# ---- redmule_data_demux ----
Fig. 1: redmule_data_demux, cell classes on the final placement
(2 px per um) Fill, decap, tap and diode cells in gray.
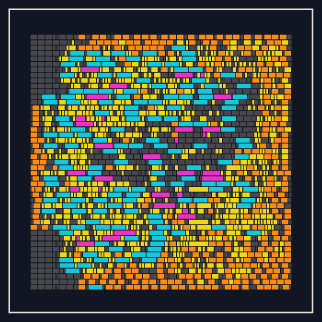

<file path="config.mk">
export PLATFORM = sky130hd
export DESIGN_NAME = redmule_data_demux
export DESIGN_NICKNAME = d
export VERILOG_FILES = /design/src/rtl/redmule_data_demux.sv
export SDC_FILE = /design/constraint.sdc
export NUM_CORES = 1
export LEC_CHECK = 0
export CORE_MARGIN = 10
export CORE_UTILIZATION = 48
export DETAILED_ROUTE_END_ITERATION = 10
export PLACE_DENSITY = 0.87
export SLEW_MARGIN = 20
export SYNTH_ARGS = -nofsm -noshare
export SYNTH_HDL_FRONTEND = slang
export SYNTH_SLANG_ARGS = --single-unit
</file>
<file path="constraint.sdc">
create_clock -name clk_i -period 12.4 [get_ports clk_i]
set_input_delay 1.24 -clock clk_i [delete_from_list [all_inputs] [get_ports clk_i]]
set_output_delay 1.24 -clock clk_i [all_outputs]
set_load 0.03 [all_outputs]
</file>
<file path="src/rtl/redmule_data_demux.sv">
// Address-decoding demultiplexer for the core data port. It routes each
// request to one of N_TGT external targets, the built-in mailbox or an error
// sink. Responses come back in order because a new request is only granted
// while it goes to the same destination as the transactions still open.
//
// Handshake: a request is accepted in the cycle where req_i && gnt_o. Each
// accepted request gets exactly one rvalid_o pulse, in acceptance order.
// Target-side handshakes use the same rule: tgt_req_o[i] && tgt_gnt_i[i].
module redmule_data_demux #(
   parameter int unsigned N_TGT   = 3,
   parameter int unsigned AW      = 32,
   parameter int unsigned DW      = 32,
   parameter int unsigned MAX_OUT = 4,
   parameter logic [0:N_TGT-1][AW-1:0] TGT_BASE = {32'h1c100000, 32'h00000000, 32'h1c000000},
   parameter logic [0:N_TGT-1][AW-1:0] TGT_MASK = {32'hfff00000, 32'hff000000, 32'hff000000},
   parameter logic [AW-1:0] MBOX_BASE = 32'h80000000
) (
   input  logic                clk_i,
   input  logic                rst_i,
   input  logic                req_i,
   input  logic                we_i,
   input  logic [AW-1:0]       addr_i,
   input  logic [DW/8-1:0]     be_i,
   input  logic [DW-1:0]       wdata_i,
   output logic                gnt_o,
   output logic                rvalid_o,
   output logic [DW-1:0]       rdata_o,
   output logic                err_o,
   output logic [N_TGT-1:0]    tgt_req_o,
   output logic [AW-1:0]       tgt_addr_o,
   output logic                tgt_we_o,
   output logic [DW/8-1:0]     tgt_be_o,
   output logic [DW-1:0]       tgt_wdata_o,
   input  logic [N_TGT-1:0]    tgt_gnt_i,
   input  logic [N_TGT-1:0]    tgt_rvalid_i,
   input  logic [N_TGT*DW-1:0] tgt_rdata_i,
   output logic                exit_valid_o,
   output logic [31:0]         exit_code_o,
   output logic                putc_valid_o,
   output logic [7:0]          putc_char_o,
   output logic                unexp_rsp_o
);

   // Destination ids: 0..N_TGT-1 targets, then mailbox, then error sink.
   localparam int unsigned DID_W = $clog2(N_TGT + 2);
   localparam int unsigned CNT_W = $clog2(MAX_OUT + 1);
   localparam logic [DID_W-1:0] ID_MBOX = DID_W'(N_TGT);
   localparam logic [DID_W-1:0] ID_ERR  = DID_W'(N_TGT + 1);

   logic [CNT_W-1:0] cnt_q, cnt_d, cnt_eff;
   logic [DID_W-1:0] cur_q, cur_d, sel;
   logic             int_vld_q, int_vld_d;
   logic             int_err_q, int_err_d;
   logic [DW-1:0]    int_rdata_q, int_rdata_d;
   logic [31:0]      exit_code_q, exit_code_d;
   logic             exit_valid_q, exit_valid_d;
   logic             putc_valid_q, putc_valid_d;
   logic [7:0]       putc_char_q, putc_char_d;
   logic [DW-1:0]    scratch_q, scratch_d;
   logic [31:0]      cycles_q, cycles_d;
   logic             unexp_q, unexp_d;

   logic             found, stall, go, cur_int, rsp_vld, tgt_rv_cur, mb_gnt;
   logic [DW-1:0]    tgt_rd_cur;

   assign tgt_addr_o  = addr_i;
   assign tgt_we_o    = we_i;
   assign tgt_be_o    = be_i;
   assign tgt_wdata_o = wdata_i;

   assign exit_valid_o = exit_valid_q;
   assign exit_code_o  = exit_code_q;
   assign putc_valid_o = putc_valid_q;
   assign putc_char_o  = putc_char_q;
   assign unexp_rsp_o  = unexp_q;

   // Decode: mailbox wins, then the lowest matching target, else error sink.
   always_comb begin
      sel   = ID_ERR;
      found = 1'b0;
      if (addr_i[AW-1:4] == MBOX_BASE[AW-1:4]) begin
         sel   = ID_MBOX;
         found = 1'b1;
      end
      for (int i = 0; i < N_TGT; i++) begin
         if (!found && ((addr_i & TGT_MASK[i]) == TGT_BASE[i])) begin
            sel   = DID_W'(i);
            found = 1'b1;
         end
      end
   end

   // Response path: only the current destination may answer.
   always_comb begin
      tgt_rv_cur = 1'b0;
      tgt_rd_cur = '0;
      for (int j = 0; j < N_TGT; j++) begin
         if (cur_q == DID_W'(j)) begin
            tgt_rv_cur = tgt_rvalid_i[j];
            tgt_rd_cur = tgt_rdata_i[j*DW +: DW];
         end
      end
      cur_int  = (cur_q == ID_MBOX) || (cur_q == ID_ERR);
      rsp_vld  = (cnt_q != '0) && (cur_int ? int_vld_q : tgt_rv_cur);
      rvalid_o = rsp_vld;
      rdata_o  = rsp_vld ? (cur_int ? int_rdata_q : tgt_rd_cur) : '0;
      err_o    = rsp_vld && cur_int && int_err_q;
   end

   // Grant: a response retiring this cycle frees its slot for a new grant,
   // so a saturated or switching port loses no cycle.
   always_comb begin
      cnt_eff   = cnt_q - CNT_W'(rsp_vld);
      stall     = (cnt_eff == CNT_W'(MAX_OUT)) || ((cnt_eff != '0) && (sel != cur_q));
      go        = req_i && !stall;
      tgt_req_o = '0;
      gnt_o     = 1'b0;
      for (int i = 0; i < N_TGT; i++) begin
         if (sel == DID_W'(i)) begin
            tgt_req_o[i] = go;
            gnt_o        = go && tgt_gnt_i[i];
         end
      end
      if ((sel == ID_MBOX) || (sel == ID_ERR)) gnt_o = go;
   end

   // Next state: ordering counter, mailbox registers, internal response.
   always_comb begin
      mb_gnt       = gnt_o && (sel == ID_MBOX);
      cnt_d        = cnt_q + CNT_W'(gnt_o) - CNT_W'(rsp_vld);
      cur_d        = gnt_o ? sel : cur_q;
      int_vld_d    = gnt_o && ((sel == ID_MBOX) || (sel == ID_ERR));
      int_err_d    = gnt_o && (sel == ID_ERR);
      int_rdata_d  = '0;
      exit_code_d  = exit_code_q;
      exit_valid_d = exit_valid_q;
      putc_valid_d = 1'b0;
      putc_char_d  = putc_char_q;
      scratch_d    = scratch_q;
      cycles_d     = cycles_q + 32'd1;
      unexp_d      = unexp_q;
      if (mb_gnt && !we_i) begin
         case (addr_i[3:2])
            2'd0:    int_rdata_d = DW'(exit_code_q);
            2'd2:    int_rdata_d = DW'(cycles_q);
            2'd3:    int_rdata_d = scratch_q;
            default: int_rdata_d = '0;
         endcase
      end
      if (mb_gnt && we_i) begin
         case (addr_i[3:2])
            2'd0: begin
               exit_code_d  = wdata_i[31:0];
               exit_valid_d = 1'b1;
            end
            2'd1: begin
               putc_valid_d = 1'b1;
               putc_char_d  = wdata_i[7:0];
            end
            2'd3: begin
               for (int b = 0; b < DW/8; b++) begin
                  if (be_i[b]) scratch_d[b*8 +: 8] = wdata_i[b*8 +: 8];
               end
            end
            default: ;
         endcase
      end
      for (int j = 0; j < N_TGT; j++) begin
         if (tgt_rvalid_i[j] && ((cnt_q == '0) || (cur_q != DID_W'(j)))) unexp_d = 1'b1;
      end
   end

   // State registers with synchronous reset.
   always_ff @(posedge clk_i) begin
      if (rst_i) begin
         cnt_q        <= '0;
         cur_q        <= ID_ERR;
         int_vld_q    <= 1'b0;
         int_err_q    <= 1'b0;
         int_rdata_q  <= '0;
         exit_code_q  <= 32'hFFFFFFFF;
         exit_valid_q <= 1'b0;
         putc_valid_q <= 1'b0;
         putc_char_q  <= 8'h00;
         scratch_q    <= '0;
         cycles_q     <= 32'd0;
         unexp_q      <= 1'b0;
      end else begin
         cnt_q        <= cnt_d;
         cur_q        <= cur_d;
         int_vld_q    <= int_vld_d;
         int_err_q    <= int_err_d;
         int_rdata_q  <= int_rdata_d;
         exit_code_q  <= exit_code_d;
         exit_valid_q <= exit_valid_d;
         putc_valid_q <= putc_valid_d;
         putc_char_q  <= putc_char_d;
         scratch_q    <= scratch_d;
         cycles_q     <= cycles_d;
         unexp_q      <= unexp_d;
      end
   end

endmodule

</file>
# ---- snake_game_ctrl ----
<file path="src/rtl/snake_pkg.sv">
// Shared definitions for the snake game controller.
//   - state_t       : controller FSM states
//   - DIR_*         : committed direction encodings (2 bits)
//   - REQ_*         : one-hot direction request codes from the keypad
//   - dir_req_t     : decoded direction request {valid, dir}
//   - opposite_dir  : direction pointing the other way
//   - decode_req    : one-hot request -> dir_req_t
//   - bcd_inc       : packed two-digit BCD increment
package snake_pkg;

    typedef enum logic [2:0] {
        ST_MENU   = 3'd0,
        ST_INIT   = 3'd1,
        ST_PLAY   = 3'd2,
        ST_PAUSED = 3'd3,
        ST_OVER   = 3'd4
    } state_t;

    localparam logic [1:0] DIR_UP    = 2'd0;
    localparam logic [1:0] DIR_LEFT  = 2'd1;
    localparam logic [1:0] DIR_DOWN  = 2'd2;
    localparam logic [1:0] DIR_RIGHT = 2'd3;

    localparam logic [4:0] REQ_UP    = 5'b00010;
    localparam logic [4:0] REQ_LEFT  = 5'b00100;
    localparam logic [4:0] REQ_DOWN  = 5'b01000;
    localparam logic [4:0] REQ_RIGHT = 5'b10000;

    typedef struct packed {
        logic       valid;
        logic [1:0] dir;
    } dir_req_t;

    // Up/down and left/right differ only in bit 1 of the encoding.
    function automatic logic [1:0] opposite_dir(input logic [1:0] d);
        return d ^ 2'd2;
    endfunction

    function automatic dir_req_t decode_req(input logic [4:0] r);
        dir_req_t q;
        case (r)
            REQ_UP:    q = '{valid: 1'b1, dir: DIR_UP};
            REQ_LEFT:  q = '{valid: 1'b1, dir: DIR_LEFT};
            REQ_DOWN:  q = '{valid: 1'b1, dir: DIR_DOWN};
            REQ_RIGHT: q = '{valid: 1'b1, dir: DIR_RIGHT};
            default:   q = '{valid: 1'b0, dir: DIR_UP};
        endcase
        return q;
    endfunction

    // {tens, units}; the game ends at 99 so tens never overflows.
    function automatic logic [7:0] bcd_inc(input logic [7:0] v);
        logic [7:0] r;
        if (v[3:0] == 4'd9) begin
            r = {v[7:4] + 4'd1, 4'd0};
        end else begin
            r = {v[7:4], v[3:0] + 4'd1};
        end
        return r;
    endfunction

endpackage

</file>
<file path="src/rtl/edge_detect.sv">
// Rising-edge detector.
//   clk    : clock
//   resetn : asynchronous active-low reset (stored level cleared to 0)
//   din    : level input
//   pulse  : high for the cycle in which din is 1 and was 0 at the last edge
module edge_detect (
    input  logic clk,
    input  logic resetn,
    input  logic din,
    output logic pulse
);

    logic din_prev_r;

    // Remember the level seen at the previous clock edge.
    always_ff @(posedge clk or negedge resetn) begin
        if (!resetn) begin
            din_prev_r <= 1'b0;
        end else begin
            din_prev_r <= din;
        end
    end

    assign pulse = din & ~din_prev_r;

endmodule

</file>
<file path="src/rtl/snake_game_ctrl.sv">
// Snake game controller: menu/init/play/pause/over sequencing, move timing,
// direction arbitration, BCD scoring and speed-up.
//   clk, resetn            : clock, asynchronous active-low reset
//   start, pause           : key levels, rising edges used
//   tick                   : one-cycle frame pulse
//   dir_req[4:0]           : one-hot direction request
//   good_/bad_collision    : collision levels from the datapath
//   inmenu/ingame/game_over/won : state flags
//   clear                  : high for the whole INIT phase
//   step                   : one-cycle move pulse, coincident with the tick
//   dir[1:0]               : committed direction
//   grow                   : one-cycle pulse the cycle after an apple
//   score[7:0]             : packed BCD score
module snake_game_ctrl
    import snake_pkg::*;
#(
    parameter int TICKS_PER_STEP = 3,
    parameter int MIN_TICKS      = 1,
    parameter int SPEEDUP_EVERY  = 4,
    parameter int INIT_CYCLES    = 641
) (
    input  logic       clk,
    input  logic       resetn,
    input  logic       start,
    input  logic       pause,
    input  logic       tick,
    input  logic [4:0] dir_req,
    input  logic       good_collision,
    input  logic       bad_collision,
    output logic       inmenu,
    output logic       ingame,
    output logic       game_over,
    output logic       won,
    output logic       clear,
    output logic       step,
    output logic [1:0] dir,
    output logic       grow,
    output logic [7:0] score
);

    // Highest level before the period would fall below MIN_TICKS.
    localparam int MAX_LEVEL = (TICKS_PER_STEP > MIN_TICKS) ? (TICKS_PER_STEP - MIN_TICKS) : 0;

    state_t      state_r;
    state_t      state_nxt_s;

    logic        start_pe_s;
    logic        pause_pe_s;
    logic        good_pe_s;
    logic        bad_pe_s;

    logic [15:0] init_cnt_r;
    logic [15:0] tick_cnt_r;
    logic [15:0] level_r;
    logic [15:0] apple_mod_r;
    logic [15:0] period_raw_s;
    logic [15:0] period_s;
    logic [1:0]  dir_r;
    logic [1:0]  pend_dir_r;
    logic        pend_valid_r;
    logic [7:0]  score_r;
    logic        won_r;
    logic        grow_r;

    dir_req_t    req_s;
    logic        req_ok_s;
    logic        in_play_s;
    logic        step_s;
    logic        enter_init_s;
    logic        score_event_s;
    logic [7:0]  score_nxt_s;
    logic        win_s;

    edge_detect u_ed_start (.clk(clk), .resetn(resetn), .din(start),          .pulse(start_pe_s));
    edge_detect u_ed_pause (.clk(clk), .resetn(resetn), .din(pause),          .pulse(pause_pe_s));
    edge_detect u_ed_good  (.clk(clk), .resetn(resetn), .din(good_collision), .pulse(good_pe_s));
    edge_detect u_ed_bad   (.clk(clk), .resetn(resetn), .din(bad_collision),  .pulse(bad_pe_s));

    assign in_play_s     = (state_r == ST_PLAY);
    assign enter_init_s  = (state_r == ST_MENU) && start_pe_s;
    // A simultaneous bad collision cancels the apple.
    assign score_event_s = in_play_s && good_pe_s && !bad_pe_s;
    assign score_nxt_s   = bcd_inc(score_r);
    assign win_s         = score_event_s && (score_nxt_s == 8'h99);
    assign req_s         = decode_req(dir_req);
    assign req_ok_s      = req_s.valid && (req_s.dir != opposite_dir(dir_r));

    // Move period for the current speed level, never below MIN_TICKS or 1.
    always_comb begin
        period_raw_s = 16'(TICKS_PER_STEP) - level_r;
        if (period_raw_s > 16'(MIN_TICKS)) begin
            period_s = period_raw_s;
        end else begin
            period_s = 16'(MIN_TICKS);
        end
        if (period_s == 16'd0) begin
            period_s = 16'd1;
        end else begin
            period_s = period_s;
        end
    end

    // '>=' lets a speed-up that shortens the period mid-count still step.
    assign step_s = in_play_s && tick && (tick_cnt_r >= (period_s - 16'd1));

    // FSM state register.
    always_ff @(posedge clk or negedge resetn) begin
        if (!resetn) begin
            state_r <= ST_MENU;
        end else begin
            state_r <= state_nxt_s;
        end
    end

    // FSM next-state logic.
    always_comb begin
        state_nxt_s = state_r;
        case (state_r)
            ST_MENU: begin
                if (start_pe_s) begin
                    state_nxt_s = ST_INIT;
                end else begin
                    state_nxt_s = ST_MENU;
                end
            end
            ST_INIT: begin
                if (init_cnt_r == 16'(INIT_CYCLES - 1)) begin
                    state_nxt_s = ST_PLAY;
                end else begin
                    state_nxt_s = ST_INIT;
                end
            end
            ST_PLAY: begin
                if (bad_pe_s || win_s) begin
                    state_nxt_s = ST_OVER;
                end else if (pause_pe_s) begin
                    state_nxt_s = ST_PAUSED;
                end else begin
                    state_nxt_s = ST_PLAY;
                end
            end
            ST_PAUSED: begin
                if (pause_pe_s) begin
                    state_nxt_s = ST_PLAY;
                end else begin
                    state_nxt_s = ST_PAUSED;
                end
            end
            ST_OVER: begin
                if (start_pe_s) begin
                    state_nxt_s = ST_MENU;
                end else begin
                    state_nxt_s = ST_OVER;
                end
            end
            default: state_nxt_s = ST_MENU;
        endcase
    end

    // Game datapath: init timer, move timer, direction, score and speed.
    always_ff @(posedge clk or negedge resetn) begin
        if (!resetn) begin
            init_cnt_r   <= 16'd0;
            tick_cnt_r   <= 16'd0;
            level_r      <= 16'd0;
            apple_mod_r  <= 16'd0;
            dir_r        <= DIR_RIGHT;
            pend_dir_r   <= DIR_RIGHT;
            pend_valid_r <= 1'b0;
            score_r      <= 8'h00;
            won_r        <= 1'b0;
            grow_r       <= 1'b0;
        end else begin
            grow_r <= score_event_s;

            if (state_r == ST_INIT) begin
                init_cnt_r <= init_cnt_r + 16'd1;
            end else begin
                init_cnt_r <= 16'd0;
            end

            if (enter_init_s) begin
                tick_cnt_r   <= 16'd0;
                level_r      <= 16'd0;
                apple_mod_r  <= 16'd0;
                dir_r        <= DIR_RIGHT;
                pend_dir_r   <= DIR_RIGHT;
                pend_valid_r <= 1'b0;
                score_r      <= 8'h00;
                won_r        <= 1'b0;
            end else begin
                if (in_play_s && tick) begin
                    if (step_s) begin
                        tick_cnt_r <= 16'd0;
                    end else begin
                        tick_cnt_r <= tick_cnt_r + 16'd1;
                    end
                end

                // A request arriving in the step cycle itself is the latest one.
                if (step_s) begin
                    if (req_ok_s) begin
                        dir_r <= req_s.dir;
                    end else if (pend_valid_r) begin
                        dir_r <= pend_dir_r;
                    end
                    pend_valid_r <= 1'b0;
                end else if (in_play_s && req_ok_s) begin
                    pend_dir_r   <= req_s.dir;
                    pend_valid_r <= 1'b1;
                end

                if (score_event_s) begin
                    score_r <= score_nxt_s;
                    if (win_s) begin
                        won_r <= 1'b1;
                    end
                    if (apple_mod_r >= 16'(SPEEDUP_EVERY - 1)) begin
                        apple_mod_r <= 16'd0;
                        if (level_r < 16'(MAX_LEVEL)) begin
                            level_r <= level_r + 16'd1;
                        end
                    end else begin
                        apple_mod_r <= apple_mod_r + 16'd1;
                    end
                end
            end
        end
    end

    assign inmenu    = (state_r == ST_MENU);
    assign ingame    = (state_r == ST_PLAY) || (state_r == ST_PAUSED);
    assign game_over = (state_r == ST_OVER);
    assign clear     = (state_r == ST_INIT);
    assign step      = step_s;
    assign dir       = dir_r;
    assign grow      = grow_r;
    assign score     = score_r;
    assign won       = won_r;

endmodule
</file>
<file path="config.mk">
export PLATFORM = sky130hd
export DESIGN_NAME = snake_game_ctrl
export DESIGN_NICKNAME = d
export VERILOG_FILES = /design/src/rtl/snake_pkg.sv /design/src/rtl/edge_detect.sv /design/src/rtl/snake_game_ctrl.sv
export SDC_FILE = /design/constraint.sdc
export NUM_CORES = 1
export LEC_CHECK = 0
export CORE_MARGIN = 2
export CORE_UTILIZATION = 55
export CTS_CLUSTER_SIZE = 40
export DETAILED_ROUTE_END_ITERATION = 8
export GPL_TIMING_DRIVEN = 0
export PLACE_DENSITY = 0.74
export REMOVE_ABC_BUFFERS = 1
export SYNTH_ARGS = -nofsm -noshare
export SYNTH_HDL_FRONTEND = slang
export SYNTH_SLANG_ARGS = --single-unit
</file>
<file path="constraint.sdc">
create_clock -name clk -period 7 [get_ports clk]
set_clock_uncertainty 0.2 [all_clocks]
set_input_delay 1.4 -clock clk [delete_from_list [all_inputs] [get_ports clk]]
set_output_delay 1.4 -clock clk [all_outputs]
set_load 0.03 [all_outputs]
</file>
Fig. 2: snake_game_ctrl, wiring by layer
(4 px per um) Only two layers are drawn.
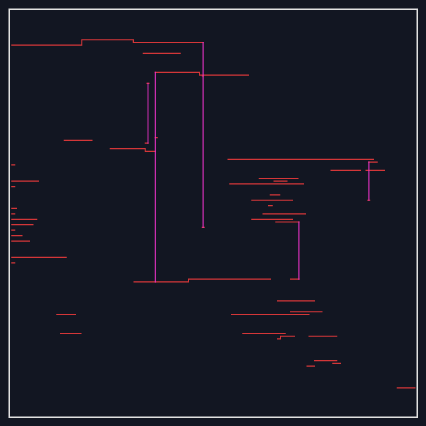
Key: red = M3 [wire length 387 um]; magenta = M4 [wire length 137 um]
final routed wirelength across all metal layers: 11.41 mm
Global Route Usage Sum: 23.97%
Vias: 4422

==> results.txt, snake_game_ctrl <==
Quick summary of the implementation run below.

The flow ran to the end, and the final reports show no timing, DRC or antenna violations. The setup slack of the worst register-to-register path came out at 1.54 ns. The met2 routed wirelength came out at 5.633 mm. Per STA, the endpoint of the critical path is step. The mean instance size in the synthesized netlist came out at 8.975 sq um.

Detailed placement ended at an HPWL of 8.379 mm. The most common logic cells in the final layout are sky130_fd_sc_hd__dfrtp_1, sky130_fd_sc_hd__nor2_1, sky130_fd_sc_hd__nand2_1. The number of nets with antenna violations after routing came out at 0. After synthesis the netlist holds a flip-flop and latch count of 86. After routing the design area is 5959 sq um. The total setup violations reported at the end of the flow came out at 0. The I/O pin count came out at 29. For reference, the top logic cell family by area is simple AND/OR/NAND/NOR gates. The count of fill cells added during filler insertion came out at 770. The worst vdd rail ir drop is 0.1358 mV.

The total tool warning count is 30. The capture point of the worst reg-to-reg path is dir[1]. For met2 alone, demand over resource in global routing was 39.37%. The clock-pin slew on the worst setup and hold paths came out at 0.11 ns.
Fig. 3: redmule_data_demux, clock wires, drivers and flops
(4 px per um)
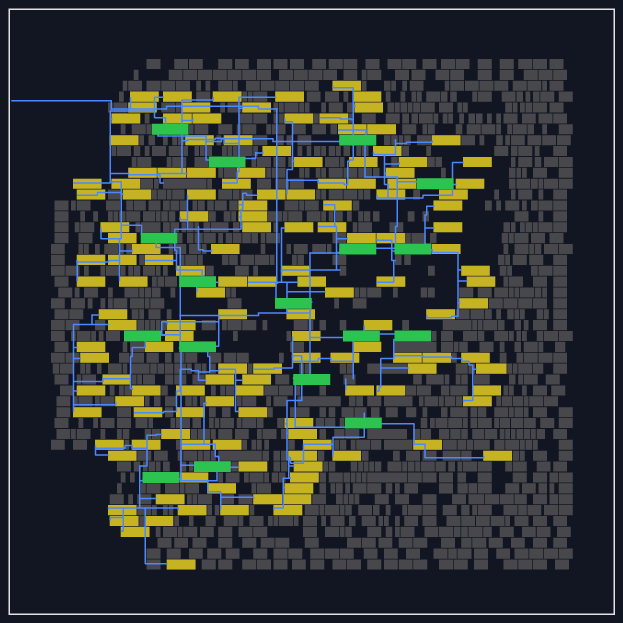
Key: yellow = flip-flops [count 147]; blue = clock wires [length 1720 um]; green = clock-net drivers [count 17]
There are 18 routed clock nets.
clk latency late pin: 0.42 ns
part of the power in the clock network: 41.1%
power dissipated in the clock network: 0.539 mW

Notes on Fig. 1 above:
Key: magenta = clock drivers and dummy loads [cells 31, share of their area 5.5%]; orange = remaining buffers and delay cells [cells 331, share of their area 29%]; cyan = registers [cells 147, share of their area 26%]; yellow = remaining logic cells [cells 761, share of their area 40%]
post-layout utilization of the core: 69.34%
row count: 47
register share of the cell area: 25.42%
area of all placed cells without fillers: 11580 sq um
core footprint: 16700 sq um

==> results.txt, redmule_data_demux <==
Quick summary of the implementation run below.

Among all cell classes, the greatest summed area belongs to combinational gates. The detailed-route wire length came out at 28.16 mm. Per STA, the worst path is made up of clkdlybuf4s50_1 -> or4b_1 -> or4_4 -> or2_0 -> a221o_1 -> a221oi_1 -> clkdlybuf4s50_1. The area share of and-or/or-and cells after synthesis came out at 9.893%. For reference, the top cells by area after synthesis are sky130_fd_sc_hd__dfxtp_1, sky130_fd_sc_hd__mux2i_1, sky130_fd_sc_hd__nor2_1. In this design, the critical path's most frequently occurring cell is sky130_fd_sc_hd__clkdlybuf4s50_1.

The x dimension of the die is 150.9 um. The proportion of total power due to net switching came out at 27.96%. The number of cells on the worst hold path came out at 2.

The total sequential power is 0.484 mW. The run finished with clean final reports. The clock passes through at most 2 buffers. The final layout report lists a filler cell count of 1314. The worst path buffer plus inverter count is 2. In the detailed route, the total length drawn on met3 is 2.615 mm. The number of enable-type register cells in the synthesized netlist is 0.

After layout, the worst setup slack is 5.708 ns. The top-area cell type share of the netlist area is 35.80%. The final-report hold violation count is 0.

The final clock skew came out at 0.01013 ns.

==> notes/layouts.md <==
Pictures saved along the way, in no particular order.

Floorplan with the power grid.
panel A
(2 px per um) Pins as bars on the die edge.
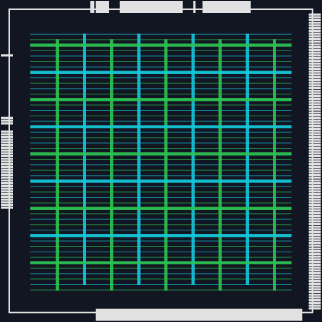
panel B
(4 px per um) Pins as bars on the die edge.
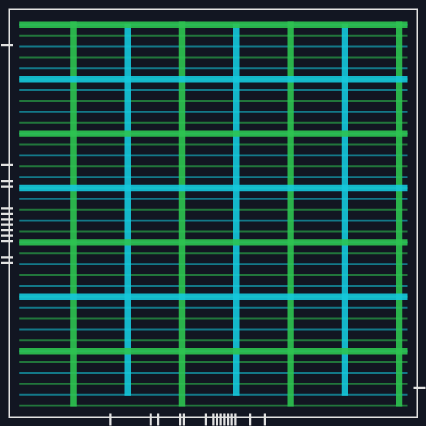
Of these, largest die: panel A
Of these, most pins: panel A
redmule_data_demux -> panel A
snake_game_ctrl -> panel B



==> gallery <==
Placement view.
(a)
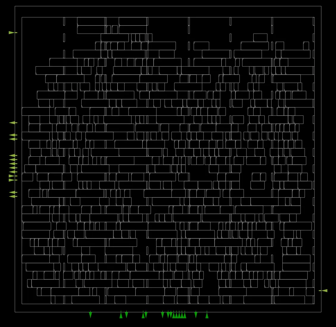
(b)
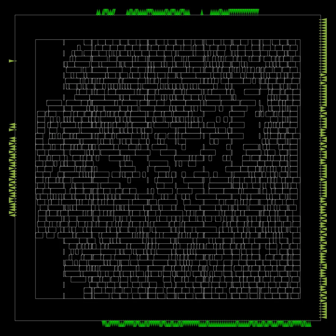
- most sequential cells: (b)
- snake_game_ctrl = (a)
- redmule_data_demux = (b)

Power figures rest on the tool's default switching activity, not on a simulated workload.
